==================== block 1
File: config.mk
export PLATFORM = sky130hd
export DESIGN_NAME = ex_muldiv_unit
export DESIGN_NICKNAME = d
export VERILOG_FILES = /design/src/rtl/muldiv_pkg.sv /design/src/rtl/muldiv_iter_core.sv /design/src/rtl/ex_muldiv_unit.sv
export SDC_FILE = /design/constraint.sdc
export NUM_CORES = 1
export LEC_CHECK = 0
export CORE_MARGIN = 5
export CORE_UTILIZATION = 55
export DETAILED_ROUTE_END_ITERATION = 6
export PLACE_DENSITY = 0.78
export SLEW_MARGIN = 20
export SYNTH_ARGS = -nofsm -noshare
export SYNTH_HDL_FRONTEND = slang
export SYNTH_SLANG_ARGS = --single-unit
File: constraint.sdc
create_clock -name clk -period 4.4 [get_ports clk]
set_input_delay 0.88 -clock clk [delete_from_list [all_inputs] [get_ports clk]]
set_output_delay 0.88 -clock clk [all_outputs]
set_load 0.01 [all_outputs]
File: src/rtl/muldiv_pkg.sv
// Shared constants for the E-stage multiply/divide unit: op encodings, FSM states, sizes.
package muldiv_pkg;

  localparam int XLEN       = 32;
  localparam int ITER_COUNT = 32;
  localparam int CNT_W      = $clog2(ITER_COUNT);

  localparam logic [2:0] F3_MUL    = 3'b000;
  localparam logic [2:0] F3_MULH   = 3'b001;
  localparam logic [2:0] F3_MULHSU = 3'b010;
  localparam logic [2:0] F3_MULHU  = 3'b011;
  localparam logic [2:0] F3_DIV    = 3'b100;
  localparam logic [2:0] F3_DIVU   = 3'b101;
  localparam logic [2:0] F3_REM    = 3'b110;
  localparam logic [2:0] F3_REMU   = 3'b111;

  typedef enum logic [1:0] {
    S_IDLE = 2'd0,
    S_CALC = 2'd1,
    S_DONE = 2'd2
  } state_t;

endpackage

File: src/rtl/muldiv_iter_core.sv
// Unsigned radix-2 datapath shared by shift-add multiply and restoring divide.
// {hi,lo} ends as the 64-bit product, or as {remainder, quotient}.
module muldiv_iter_core
  import muldiv_pkg::*;
(
  input  logic            clk,
  input  logic            load,
  input  logic            step,
  input  logic            is_div,
  input  logic [XLEN-1:0] a,
  input  logic [XLEN-1:0] b,
  output logic [XLEN-1:0] hi_next,
  output logic [XLEN-1:0] lo_next
);

  logic [XLEN-1:0] hi_q;
  logic [XLEN-1:0] lo_q;
  logic [XLEN-1:0] b_q;
  logic [XLEN:0]   sum;
  logic [XLEN:0]   shifted;
  logic            ge;

  always_comb begin
    sum     = {1'b0, hi_q} + (lo_q[0] ? {1'b0, b_q} : '0);
    shifted = {hi_q, lo_q[XLEN-1]};
    ge      = shifted >= {1'b0, b_q};
    if (is_div) begin
      // Shifted remainder is < 2*divisor, so the 32-bit difference is exact.
      hi_next = ge ? (shifted[XLEN-1:0] - b_q) : shifted[XLEN-1:0];
      lo_next = {lo_q[XLEN-2:0], ge};
    end else begin
      hi_next = sum[XLEN:1];
      lo_next = {sum[0], lo_q[XLEN-1:1]};
    end
  end

  always_ff @(posedge clk) begin
    if (load) begin
      hi_q <= '0;
      lo_q <= a;
      b_q  <= b;
    end else if (step) begin
      hi_q <= hi_next;
      lo_q <= lo_next;
    end
  end

endmodule

File: src/rtl/ex_muldiv_unit.sv
// RV32M execute-stage multiply/divide unit: FSM, special cases and sign fix-up.
// MULDIV_FAST_MUL_EN: when defined, MUL* ops finish in one cycle on a 33x33 multiplier.
module ex_muldiv_unit
  import muldiv_pkg::*;
#(
  parameter int DATA_WIDTH = 32
) (
  input  logic                  clk,
  input  logic                  rst,
  input  logic                  start_i,
  input  logic                  flush_i,
  input  logic [14:12]          funct3_i,
  input  logic [DATA_WIDTH-1:0] op_a_i,
  input  logic [DATA_WIDTH-1:0] op_b_i,
  output logic                  busy_o,
  output logic                  done_o,
  output logic [DATA_WIDTH-1:0] result_o
);

  state_t            state_q, state_d;
  logic [CNT_W-1:0]  cnt_q;
  logic [2:0]        f3_q;
  logic              neg_q;
  logic [XLEN-1:0]   result_q;

  logic [2:0]        f3;
  logic              sgn_a, sgn_b, a_neg, b_neg, neg_d;
  logic [XLEN-1:0]   abs_a, abs_b;
  logic              div_zero, div_ovf, bypass;
  logic [XLEN-1:0]   bypass_val, final_val, res_d;
  logic [XLEN-1:0]   hi_next, lo_next;
  logic [2*XLEN-1:0] prod;
  logic              accept, load_res, step;
`ifdef MULDIV_FAST_MUL_EN
  logic [2*XLEN-1:0] fast_a, fast_b, fast_p;
`endif

  function automatic logic [XLEN-1:0] fix32(input logic n, input logic [XLEN-1:0] v);
    return n ? -v : v;
  endfunction

  function automatic logic [2*XLEN-1:0] fix64(input logic n, input logic [2*XLEN-1:0] v);
    return n ? -v : v;
  endfunction

  assign f3 = funct3_i;

  // Start-cycle decode: operand signs, magnitudes and the cases that skip CALC
  always_comb begin
    sgn_a    = (f3 == F3_MULH) || (f3 == F3_MULHSU) || (f3 == F3_DIV) || (f3 == F3_REM);
    sgn_b    = (f3 == F3_MULH) || (f3 == F3_DIV) || (f3 == F3_REM);
    a_neg    = sgn_a & op_a_i[XLEN-1];
    b_neg    = sgn_b & op_b_i[XLEN-1];
    abs_a    = fix32(a_neg, op_a_i);
    abs_b    = fix32(b_neg, op_b_i);
    neg_d    = (f3 == F3_REM) ? a_neg : (a_neg ^ b_neg);
    div_zero = f3[2] && (op_b_i == '0);
    div_ovf  = f3[2] && !f3[0] && (op_a_i == {1'b1, {(XLEN-1){1'b0}}}) && (op_b_i == '1);
    bypass   = div_zero | div_ovf;
    if (div_zero) bypass_val = f3[1] ? op_a_i : '1;
    else          bypass_val = f3[1] ? '0 : op_a_i;
`ifdef MULDIV_FAST_MUL_EN
    fast_a = {{XLEN{a_neg}}, op_a_i};
    fast_b = {{XLEN{b_neg}}, op_b_i};
    fast_p = fast_a * fast_b;
    if (!f3[2]) begin
      bypass     = 1'b1;
      bypass_val = (f3 == F3_MUL) ? fast_p[XLEN-1:0] : fast_p[2*XLEN-1:XLEN];
    end
`endif
  end

  // Sign fix-up on the core's final-iteration values, so DONE already holds the answer
  always_comb begin
    prod = fix64(neg_q, {hi_next, lo_next});
    case (f3_q)
      F3_MUL:                       final_val = prod[XLEN-1:0];
      F3_MULH, F3_MULHSU, F3_MULHU: final_val = prod[2*XLEN-1:XLEN];
      F3_DIV, F3_DIVU:              final_val = fix32(neg_q, lo_next);
      default:                      final_val = fix32(neg_q, hi_next);
    endcase
  end

  always_comb begin
    state_d  = state_q;
    accept   = 1'b0;
    load_res = 1'b0;
    step     = 1'b0;
    res_d    = final_val;
    case (state_q)
      S_IDLE: begin
        if (start_i && !flush_i) begin
          accept = 1'b1;
          if (bypass) begin
            state_d  = S_DONE;
            load_res = 1'b1;
            res_d    = bypass_val;
          end else begin
            state_d = S_CALC;
          end
        end
      end
      S_CALC: begin
        step = 1'b1;
        if (flush_i) begin
          state_d = S_IDLE;
        end else if (cnt_q == CNT_W'(ITER_COUNT - 1)) begin
          state_d  = S_DONE;
          load_res = 1'b1;
        end
      end
      default: state_d = S_IDLE;
    endcase
  end

  always_ff @(posedge clk) begin
    if (rst) begin
      state_q  <= S_IDLE;
      cnt_q    <= '0;
      result_q <= '0;
    end else begin
      state_q <= state_d;
      cnt_q   <= (state_q == S_CALC) ? cnt_q + CNT_W'(1) : '0;
      if (load_res) result_q <= res_d;
    end
  end

  always_ff @(posedge clk) begin
    if (accept) begin
      f3_q  <= f3;
      neg_q <= neg_d;
    end
  end

  muldiv_iter_core u_core (
    .clk     (clk),
    .load    (accept),
    .step    (step),
    .is_div  (f3_q[2]),
    .a       (abs_a),
    .b       (abs_b),
    .hi_next (hi_next),
    .lo_next (lo_next)
  );

  assign busy_o   = ((state_q == S_IDLE) && start_i && !flush_i) || (state_q == S_CALC);
  assign done_o   = (state_q == S_DONE);
  assign result_o = result_q;

endmodule

**Block 1: M1 wires**

The bar under the picture is 50 µm long. Supply wires on this layer in grey.
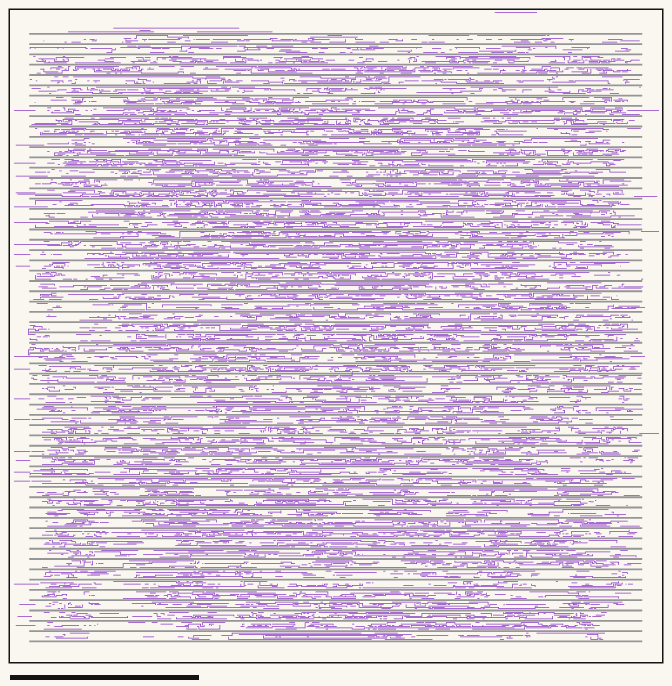
- share of all routed wire: 38%
- wire length on this layer: 24.0 mm
- longest straight run: 80.0 µm
- main direction: horizontal

**Block 1: met2 routing**

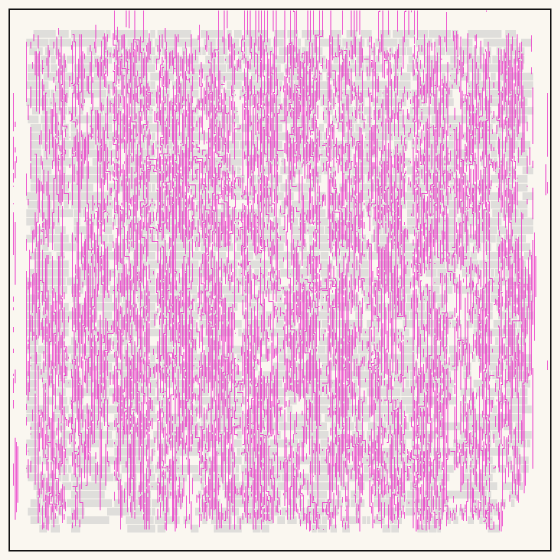
- share of all routed wire: 44%
- longest straight run: 63.9 µm
- nets with wire on the layer: 2304
- wire length on this layer: 28.2 mm
- main direction: vertical

**Block 1: M3 wires**

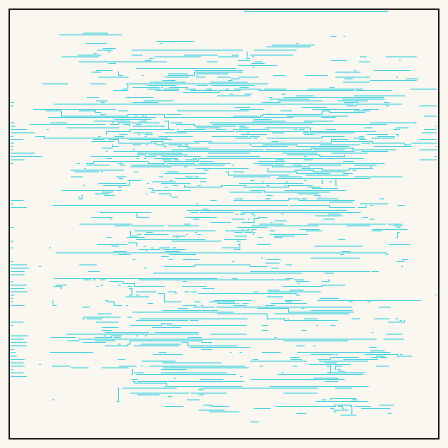
- main direction: horizontal
- share of all routed wire: 13%
- wire length on this layer: 8120 µm
- nets with wire on the layer: 495
- longest straight run: 133 µm

==> summary.txt <==
flow finished, numbers: Rows=59, CTS Buffer Depth=2, DRC viols=11, status=complete, but fails checks, hold endpoint=result_o[23], gpl congestion=1.03, Hold Path Cell Cnt=2, logic share of the area=0.534, most frequent logic cells in the routed design=buf_4 (477), nand2_1 (182), nor2_1 (155), a21oi_1 (155), o21ai_0 (130), initial antenna violation count=5, dpl ws=-0.532 ns, Main logic family=AND-OR/OR-AND gates, fmax=0.217 GHz, cell area after layout=21100 µm², final std cells w/o fill=2767, IO Count=105, Flops=139, failing checks=DRC, setup timing, worst hold path class=flop to flop, Crit Reg-Reg Startpoint=u_core.b_q[2], met1 WL=24.0 mm, Post-synth EDFFs=68, yosys xor share=0.0811, sequential power share=0.195, largest power group=combinational logic, max_cap viols=0, CTS resizes=115, critical path class=flop to flop, Register-to-Register Path Depth=19, hold_sp=result_o[23], post-CTS setup repair buffer count=46, final layout net count=2563, WL final=63.9 mm, FF-to-FF setup slack=-0.21 ns, Root Buffer=clkbuf_16, Non-Clock Inverter Count=75, fraction of area in non-clock buffers=0.239, largest net degree at the start of global routing=77, area grow syn2layout=46.1%, core area=26000 µm², total iterations of the first detailed-routing run=7, #MultiIn Comb=1572, Synth Instances=1885, worst vdd ir=0.000283 V, final setup violation count=22, met2 WL=28.2 mm, Layout Skew=0.0153 ns, fraction of registers with async set/reset=0, Final Core Density=0.813, Critical Path Sink Type=flop, fill count=1776, # diodes=0, met3 usage=0.101, Seq share, synth=0.239, mux share=0.0292, Yosys Instances=1885, Final WS setup=-0.211 ns, Switch Pwr=0.00347 W, simple share=0.228, clock share of power=0.205, Slew headroom=0.388, Power Total=0.00816 W, first-pass GRT wire length=94.3 mm, die y size=172 µm, Slew Limit Fails=0, GR Overflow Total=0, Req. time, crit path=4.73 ns, CTS Sinks=139, Complex Gates by Area=0.310, dominant kind of cell=multi-input combinational cells
==> cell usage after synthesis, types with 32 or more instances <==
master,count,area (µm²)
xnor2_1,78,683
ha_1,71,888
a21o_1,43,323
nor2_1,160,601
inv_1,72,270
o21ai_0,148,741
xor2_1,56,490
nand2_1,184,691
clkbuf_1,62,233
nand3_1,41,205
dfxtp_1,71,1420
a31oi_1,32,200
edfxtp_1,68,2040
nor3_1,58,290
a21oi_1,162,811
o31ai_1,33,248
and2_1,46,288

==================== block 2
**Block 2: M1 wires**

The bar under the picture is 20 µm long. Supply wires on this layer in grey.
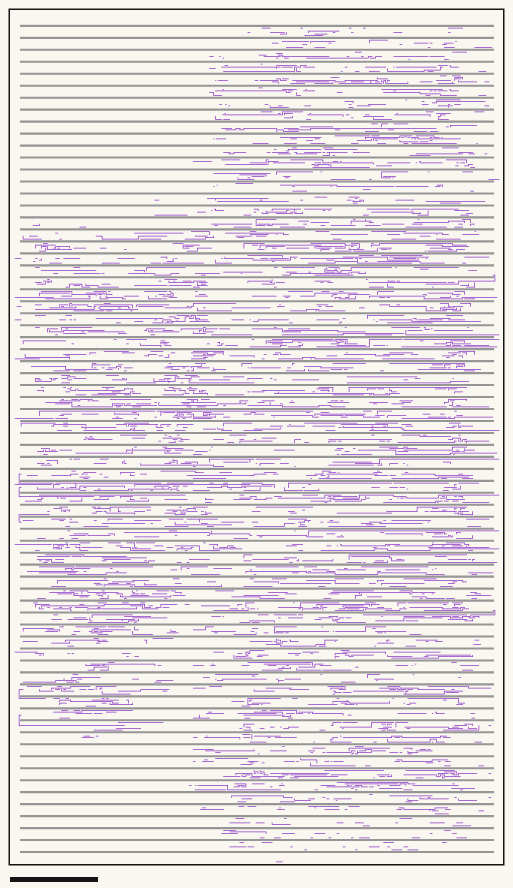
**Block 2: met2 routing**

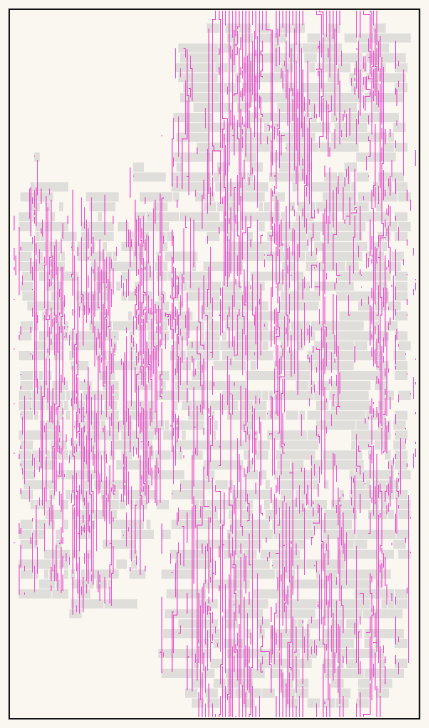
## config.mk

```make
export PLATFORM = sky130hd
export DESIGN_NAME = bram_stream_reader_flat
export DESIGN_NICKNAME = d
export VERILOG_FILES = /design/src/rtl/bram_stream_reader_if.sv /design/src/rtl/bram_stream_reader.sv /design/src/flat_wrapper.sv
export SDC_FILE = /design/constraint.sdc
export NUM_CORES = 1
export LEC_CHECK = 0
export CAP_MARGIN = 20
export CORE_AREA = 2 2 110 192
export CTS_CLUSTER_DIAMETER = 30
export DETAILED_ROUTE_END_ITERATION = 8
export DIE_AREA = 0 0 112 194
export GPL_ROUTABILITY_DRIVEN = 1
export GPL_TIMING_DRIVEN = 0
export PLACE_DENSITY = 0.69
export SLEW_MARGIN = 20
export SYNTH_ARGS = -nofsm -noshare
export SYNTH_HDL_FRONTEND = slang
export SYNTH_SLANG_ARGS = --single-unit
```

## constraint.sdc

```tcl
create_clock -name clk -period 7.46 [get_ports clk]
set_input_delay 1.492 -clock clk [delete_from_list [all_inputs] [get_ports clk]]
set_output_delay 1.492 -clock clk [all_outputs]
set_load 0.03 [all_outputs]
```

## src/rtl/bram_stream_reader_if.sv

```systemverilog
// Bundles the command, BRAM read-port and stream-out signals of bram_stream_reader.
// The master modport is the reader itself; the slave modport is whatever surrounds it.
interface bram_stream_reader_if #(
    parameter int WIDTH     = 72,
    parameter int LOG_DEPTH = 9
);
    logic [LOG_DEPTH-1:0] cmd_addr;
    logic [LOG_DEPTH:0]   cmd_len;
    logic                 cmd_valid;
    logic                 cmd_ready;

    logic [LOG_DEPTH-1:0] bram_addr;
    logic                 bram_en;
    logic [WIDTH-1:0]     bram_rdata;

    logic [WIDTH-1:0]     ms_data;
    logic                 ms_valid;
    logic                 ms_ready;
    logic                 ms_last;
    logic                 busy;

    modport master (
        input  cmd_addr, cmd_len, cmd_valid, bram_rdata, ms_ready,
        output cmd_ready, bram_addr, bram_en, ms_data, ms_valid, ms_last, busy
    );

    modport slave (
        output cmd_addr, cmd_len, cmd_valid, bram_rdata, ms_ready,
        input  cmd_ready, bram_addr, bram_en, ms_data, ms_valid, ms_last, busy
    );
endinterface

```

## src/rtl/bram_stream_reader.sv

```systemverilog
// Drains a burst of words from a synchronous-read BRAM onto a valid/ready stream,
// hiding the 1-cycle read latency with a 2-entry buffer plus a bypass of the in-flight word.
module bram_stream_reader #(
    parameter int WIDTH     = 72,
    parameter int DEPTH     = 512,
    parameter int LOG_DEPTH = 9
) (
    input  logic                  clk,
    input  logic                  resetn,
    bram_stream_reader_if.master  bus
);
    if (DEPTH != (1 << LOG_DEPTH)) begin : g_depth_check
        $error("DEPTH must equal 2**LOG_DEPTH");
    end

    typedef enum logic {S_IDLE, S_RUN} state_e;

    localparam logic [LOG_DEPTH:0] CNT_ONE = {{LOG_DEPTH{1'b0}}, 1'b1};

    state_e               r_state;
    state_e               w_state_next;

    logic [LOG_DEPTH-1:0] r_start;
    logic [LOG_DEPTH:0]   r_len;
    logic [LOG_DEPTH:0]   r_issued;
    logic [LOG_DEPTH:0]   r_accepted;
    logic                 r_in_flight;
    logic [WIDTH-1:0]     r_buf [2];
    logic                 r_wr_ptr;
    logic                 r_rd_ptr;
    logic [1:0]           r_count;

    logic                 w_cmd_fire;
    logic                 w_start_burst;
    logic                 w_ms_valid;
    logic                 w_pop;
    logic                 w_last_word;
    logic [2:0]           w_occupancy;
    logic                 w_bram_en;
    logic [WIDTH-1:0]     w_head;

    assign w_cmd_fire    = bus.cmd_valid && (r_state == S_IDLE);
    assign w_start_burst = w_cmd_fire && (bus.cmd_len != '0);

    // With the buffer empty, the word arriving from the BRAM this cycle is the head.
    assign w_ms_valid  = (r_count != 2'd0) || r_in_flight;
    assign w_head      = (r_count != 2'd0) ? r_buf[r_rd_ptr] : bus.bram_rdata;
    assign w_pop       = w_ms_valid && bus.ms_ready;
    assign w_last_word = (r_accepted == (r_len - CNT_ONE));

    // Space left after this cycle's capture and pop decides whether another read fits.
    assign w_occupancy = {1'b0, r_count} + {2'b00, r_in_flight};
    assign w_bram_en   = (r_state == S_RUN) && (r_issued < r_len)
                       && (w_occupancy < (3'd2 + {2'b00, w_pop}));

    // NOTE: state and counters update with non-blocking assignments so every
    // process samples the pre-edge values; combinational blocks use blocking.
    always_ff @(posedge clk or negedge resetn) begin
        if (!resetn) begin
            r_state <= S_IDLE;
        end else begin
            r_state <= w_state_next;
        end
    end

    always_comb begin
        w_state_next = r_state;
        case (r_state)
            S_IDLE:  if (w_start_burst) w_state_next = S_RUN;
            S_RUN:   if (w_pop && w_last_word) w_state_next = S_IDLE;
            default: w_state_next = S_IDLE;
        endcase
    end

    // NOTE: every output gets a default first so no path through the block infers a latch.
    always_comb begin
        bus.cmd_ready = 1'b0;
        bus.busy      = 1'b0;
        bus.bram_en   = w_bram_en;
        bus.bram_addr = r_start + r_issued[LOG_DEPTH-1:0];
        bus.ms_valid  = w_ms_valid;
        bus.ms_last   = w_ms_valid && w_last_word;
        bus.ms_data   = w_ms_valid ? w_head : '0;
        case (r_state)
            S_IDLE:  bus.cmd_ready = 1'b1;
            S_RUN:   bus.busy      = 1'b1;
            default: bus.cmd_ready = 1'b0;
        endcase
    end

    always_ff @(posedge clk or negedge resetn) begin
        if (!resetn) begin
            r_start     <= '0;
            r_len       <= '0;
            r_issued    <= '0;
            r_accepted  <= '0;
            r_in_flight <= 1'b0;
            r_wr_ptr    <= 1'b0;
            r_rd_ptr    <= 1'b0;
            r_count     <= 2'd0;
        end else begin
            if (w_start_burst) begin
                r_start    <= bus.cmd_addr;
                r_len      <= bus.cmd_len;
                r_issued   <= '0;
                r_accepted <= '0;
            end else begin
                if (w_bram_en) r_issued   <= r_issued + CNT_ONE;
                if (w_pop)     r_accepted <= r_accepted + CNT_ONE;
            end
            r_in_flight <= w_bram_en;
            if (r_in_flight) r_wr_ptr <= ~r_wr_ptr;
            if (w_pop)       r_rd_ptr <= ~r_rd_ptr;
            r_count <= r_count + {1'b0, r_in_flight} - {1'b0, w_pop};
        end
    end

    // NOTE: the data storage has no reset; clearing the count and pointers empties it,
    // and ms_data is forced to zero whenever nothing valid is presented.
    always_ff @(posedge clk) begin
        if (r_in_flight) r_buf[r_wr_ptr] <= bus.bram_rdata;
    end
endmodule

```

## src/flat_wrapper.sv

```systemverilog
// flat-port wrapper written by rule: the top's interface ports become plain ports
module bram_stream_reader_flat 
#(
    parameter int WIDTH     = 72,
    parameter int DEPTH     = 512,
    parameter int LOG_DEPTH = 9
)
  (clk, resetn, bus_cmd_addr, bus_cmd_len, bus_cmd_valid, bus_bram_rdata, bus_ms_ready, bus_cmd_ready, bus_bram_addr, bus_bram_en, bus_ms_data, bus_ms_valid, bus_ms_last, bus_busy);
  bram_stream_reader_if #(.WIDTH(WIDTH), .LOG_DEPTH(LOG_DEPTH)) bus_i ();
  input  logic clk;
  input  logic resetn;
  input wire logic [$bits(bus_i.cmd_addr)-1:0] bus_cmd_addr;
  input wire logic [$bits(bus_i.cmd_len)-1:0] bus_cmd_len;
  input wire logic [$bits(bus_i.cmd_valid)-1:0] bus_cmd_valid;
  input wire logic [$bits(bus_i.bram_rdata)-1:0] bus_bram_rdata;
  input wire logic [$bits(bus_i.ms_ready)-1:0] bus_ms_ready;
  output wire logic [$bits(bus_i.cmd_ready)-1:0] bus_cmd_ready;
  output wire logic [$bits(bus_i.bram_addr)-1:0] bus_bram_addr;
  output wire logic [$bits(bus_i.bram_en)-1:0] bus_bram_en;
  output wire logic [$bits(bus_i.ms_data)-1:0] bus_ms_data;
  output wire logic [$bits(bus_i.ms_valid)-1:0] bus_ms_valid;
  output wire logic [$bits(bus_i.ms_last)-1:0] bus_ms_last;
  output wire logic [$bits(bus_i.busy)-1:0] bus_busy;
  assign bus_i.cmd_addr = bus_cmd_addr;
  assign bus_i.cmd_len = bus_cmd_len;
  assign bus_i.cmd_valid = bus_cmd_valid;
  assign bus_i.bram_rdata = bus_bram_rdata;
  assign bus_i.ms_ready = bus_ms_ready;
  assign bus_cmd_ready = bus_i.cmd_ready;
  assign bus_bram_addr = bus_i.bram_addr;
  assign bus_bram_en = bus_i.bram_en;
  assign bus_ms_data = bus_i.ms_data;
  assign bus_ms_valid = bus_i.ms_valid;
  assign bus_ms_last = bus_i.ms_last;
  assign bus_busy = bus_i.busy;
  bram_stream_reader #(.WIDTH(WIDTH), .DEPTH(DEPTH), .LOG_DEPTH(LOG_DEPTH)) u_core (.clk(clk), .resetn(resetn), .bus(bus_i));
endmodule
```

==> summary.txt <==
flow finished, numbers: # Taps=248, clk latency of the worst-skew pair=0.43 ns, Vias per Instance=5.39, FF-to-FF setup slack=5.01 ns, Hold Vio Cnt, Final=0, Reg area=5450 µm², Yosys Chip Area=8770 µm², Non-Clock Inverter Count=21, Register-to-Register Path Depth=5, Seq share, synth=0.622, Power Sequential=0.00166 W, wire length per cell after detailed routing=18.2 µm, end point of the critical path=bus_bram_en, cts hold-fix bufs=0, Dominant flop cell=edfxtp_1, Seq/total area=0.471, syn nets=826, cycle use final=0.688, H-tree depth=4, final layout net count=1030, PortBufs=180, top logic cell by instance count in the layout=clkdlybuf4s50_1, total iterations of the first detailed-routing run=5, ys flops=189, Switching Fraction=0.423, met3 routed wirelength=1.01 mm, cell area after layout=11600 µm², Largest register FFs=144, ClkCell Share=0.0475, Req. time, crit path=5.97 ns, largest net degree at the start of global routing=53, Reg2Reg Capture Point=u_core.r_buf[0][18], most frequent cell after synthesis=edfxtp_1, Flops=189, status=finished, final reports clean, TritonCTS clock tree=done, 1st-iter DRT viols=440, slowest stage cell on the critical path=clkdlybuf4s50_1, met1 WL=8.35 mm, CP Max Fanout=11, fill count=1692, Crit Reg-Reg Startpoint=u_core.r_in_flight, Die Width=112 µm
## Picture notes: 'M1 wires' of block 2
- longest straight run: 43.2 µm
- main direction: horizontal

## Picture notes: 'met2 routing' of block 2
- wire length on this layer: 11400 µm
- main direction: vertical
- longest straight run: 54.1 µm

cells by family after synthesis:
kind of cell / share of synthesized area
xor gates and xnor gates: 0.0280
AOI/OAI and AO/OA: 0.0888
buffers and inverters: 0.0268
and+or+nand+nor: 0.108
adders and majority gates: 0.0365
muxes: 0.0902
DFF: 0.622
per-stage QoR:
step	cells	util
after global routing	1173	0.572
after floorplan	706	-
after detailed placement	1139	0.545
after CTS	1171	0.572
after global placement	1134	0.539
final	1173	0.572
critical path, delay by kind of cell:
| family | cells | cell delay (ns) |
|---|---|---|
| buf+inv | 2 | 1.26 |
| compound gates | 3 | 0.68 |
| simple gates | 1 | 0.21 |


==> screenshots <==
Routing congestion map.
panel A
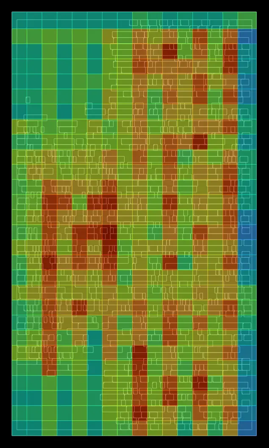
panel B
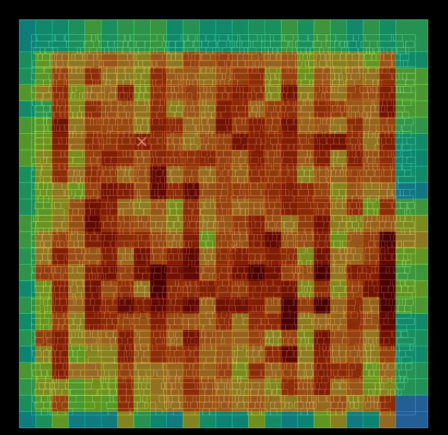
The one with the highest utilization is panel B.
The one with the most wire per cell is panel B.
Panel A is block 2.
Panel B is block 1.

No activity file was given, so power comes from the tool's default toggle rates.
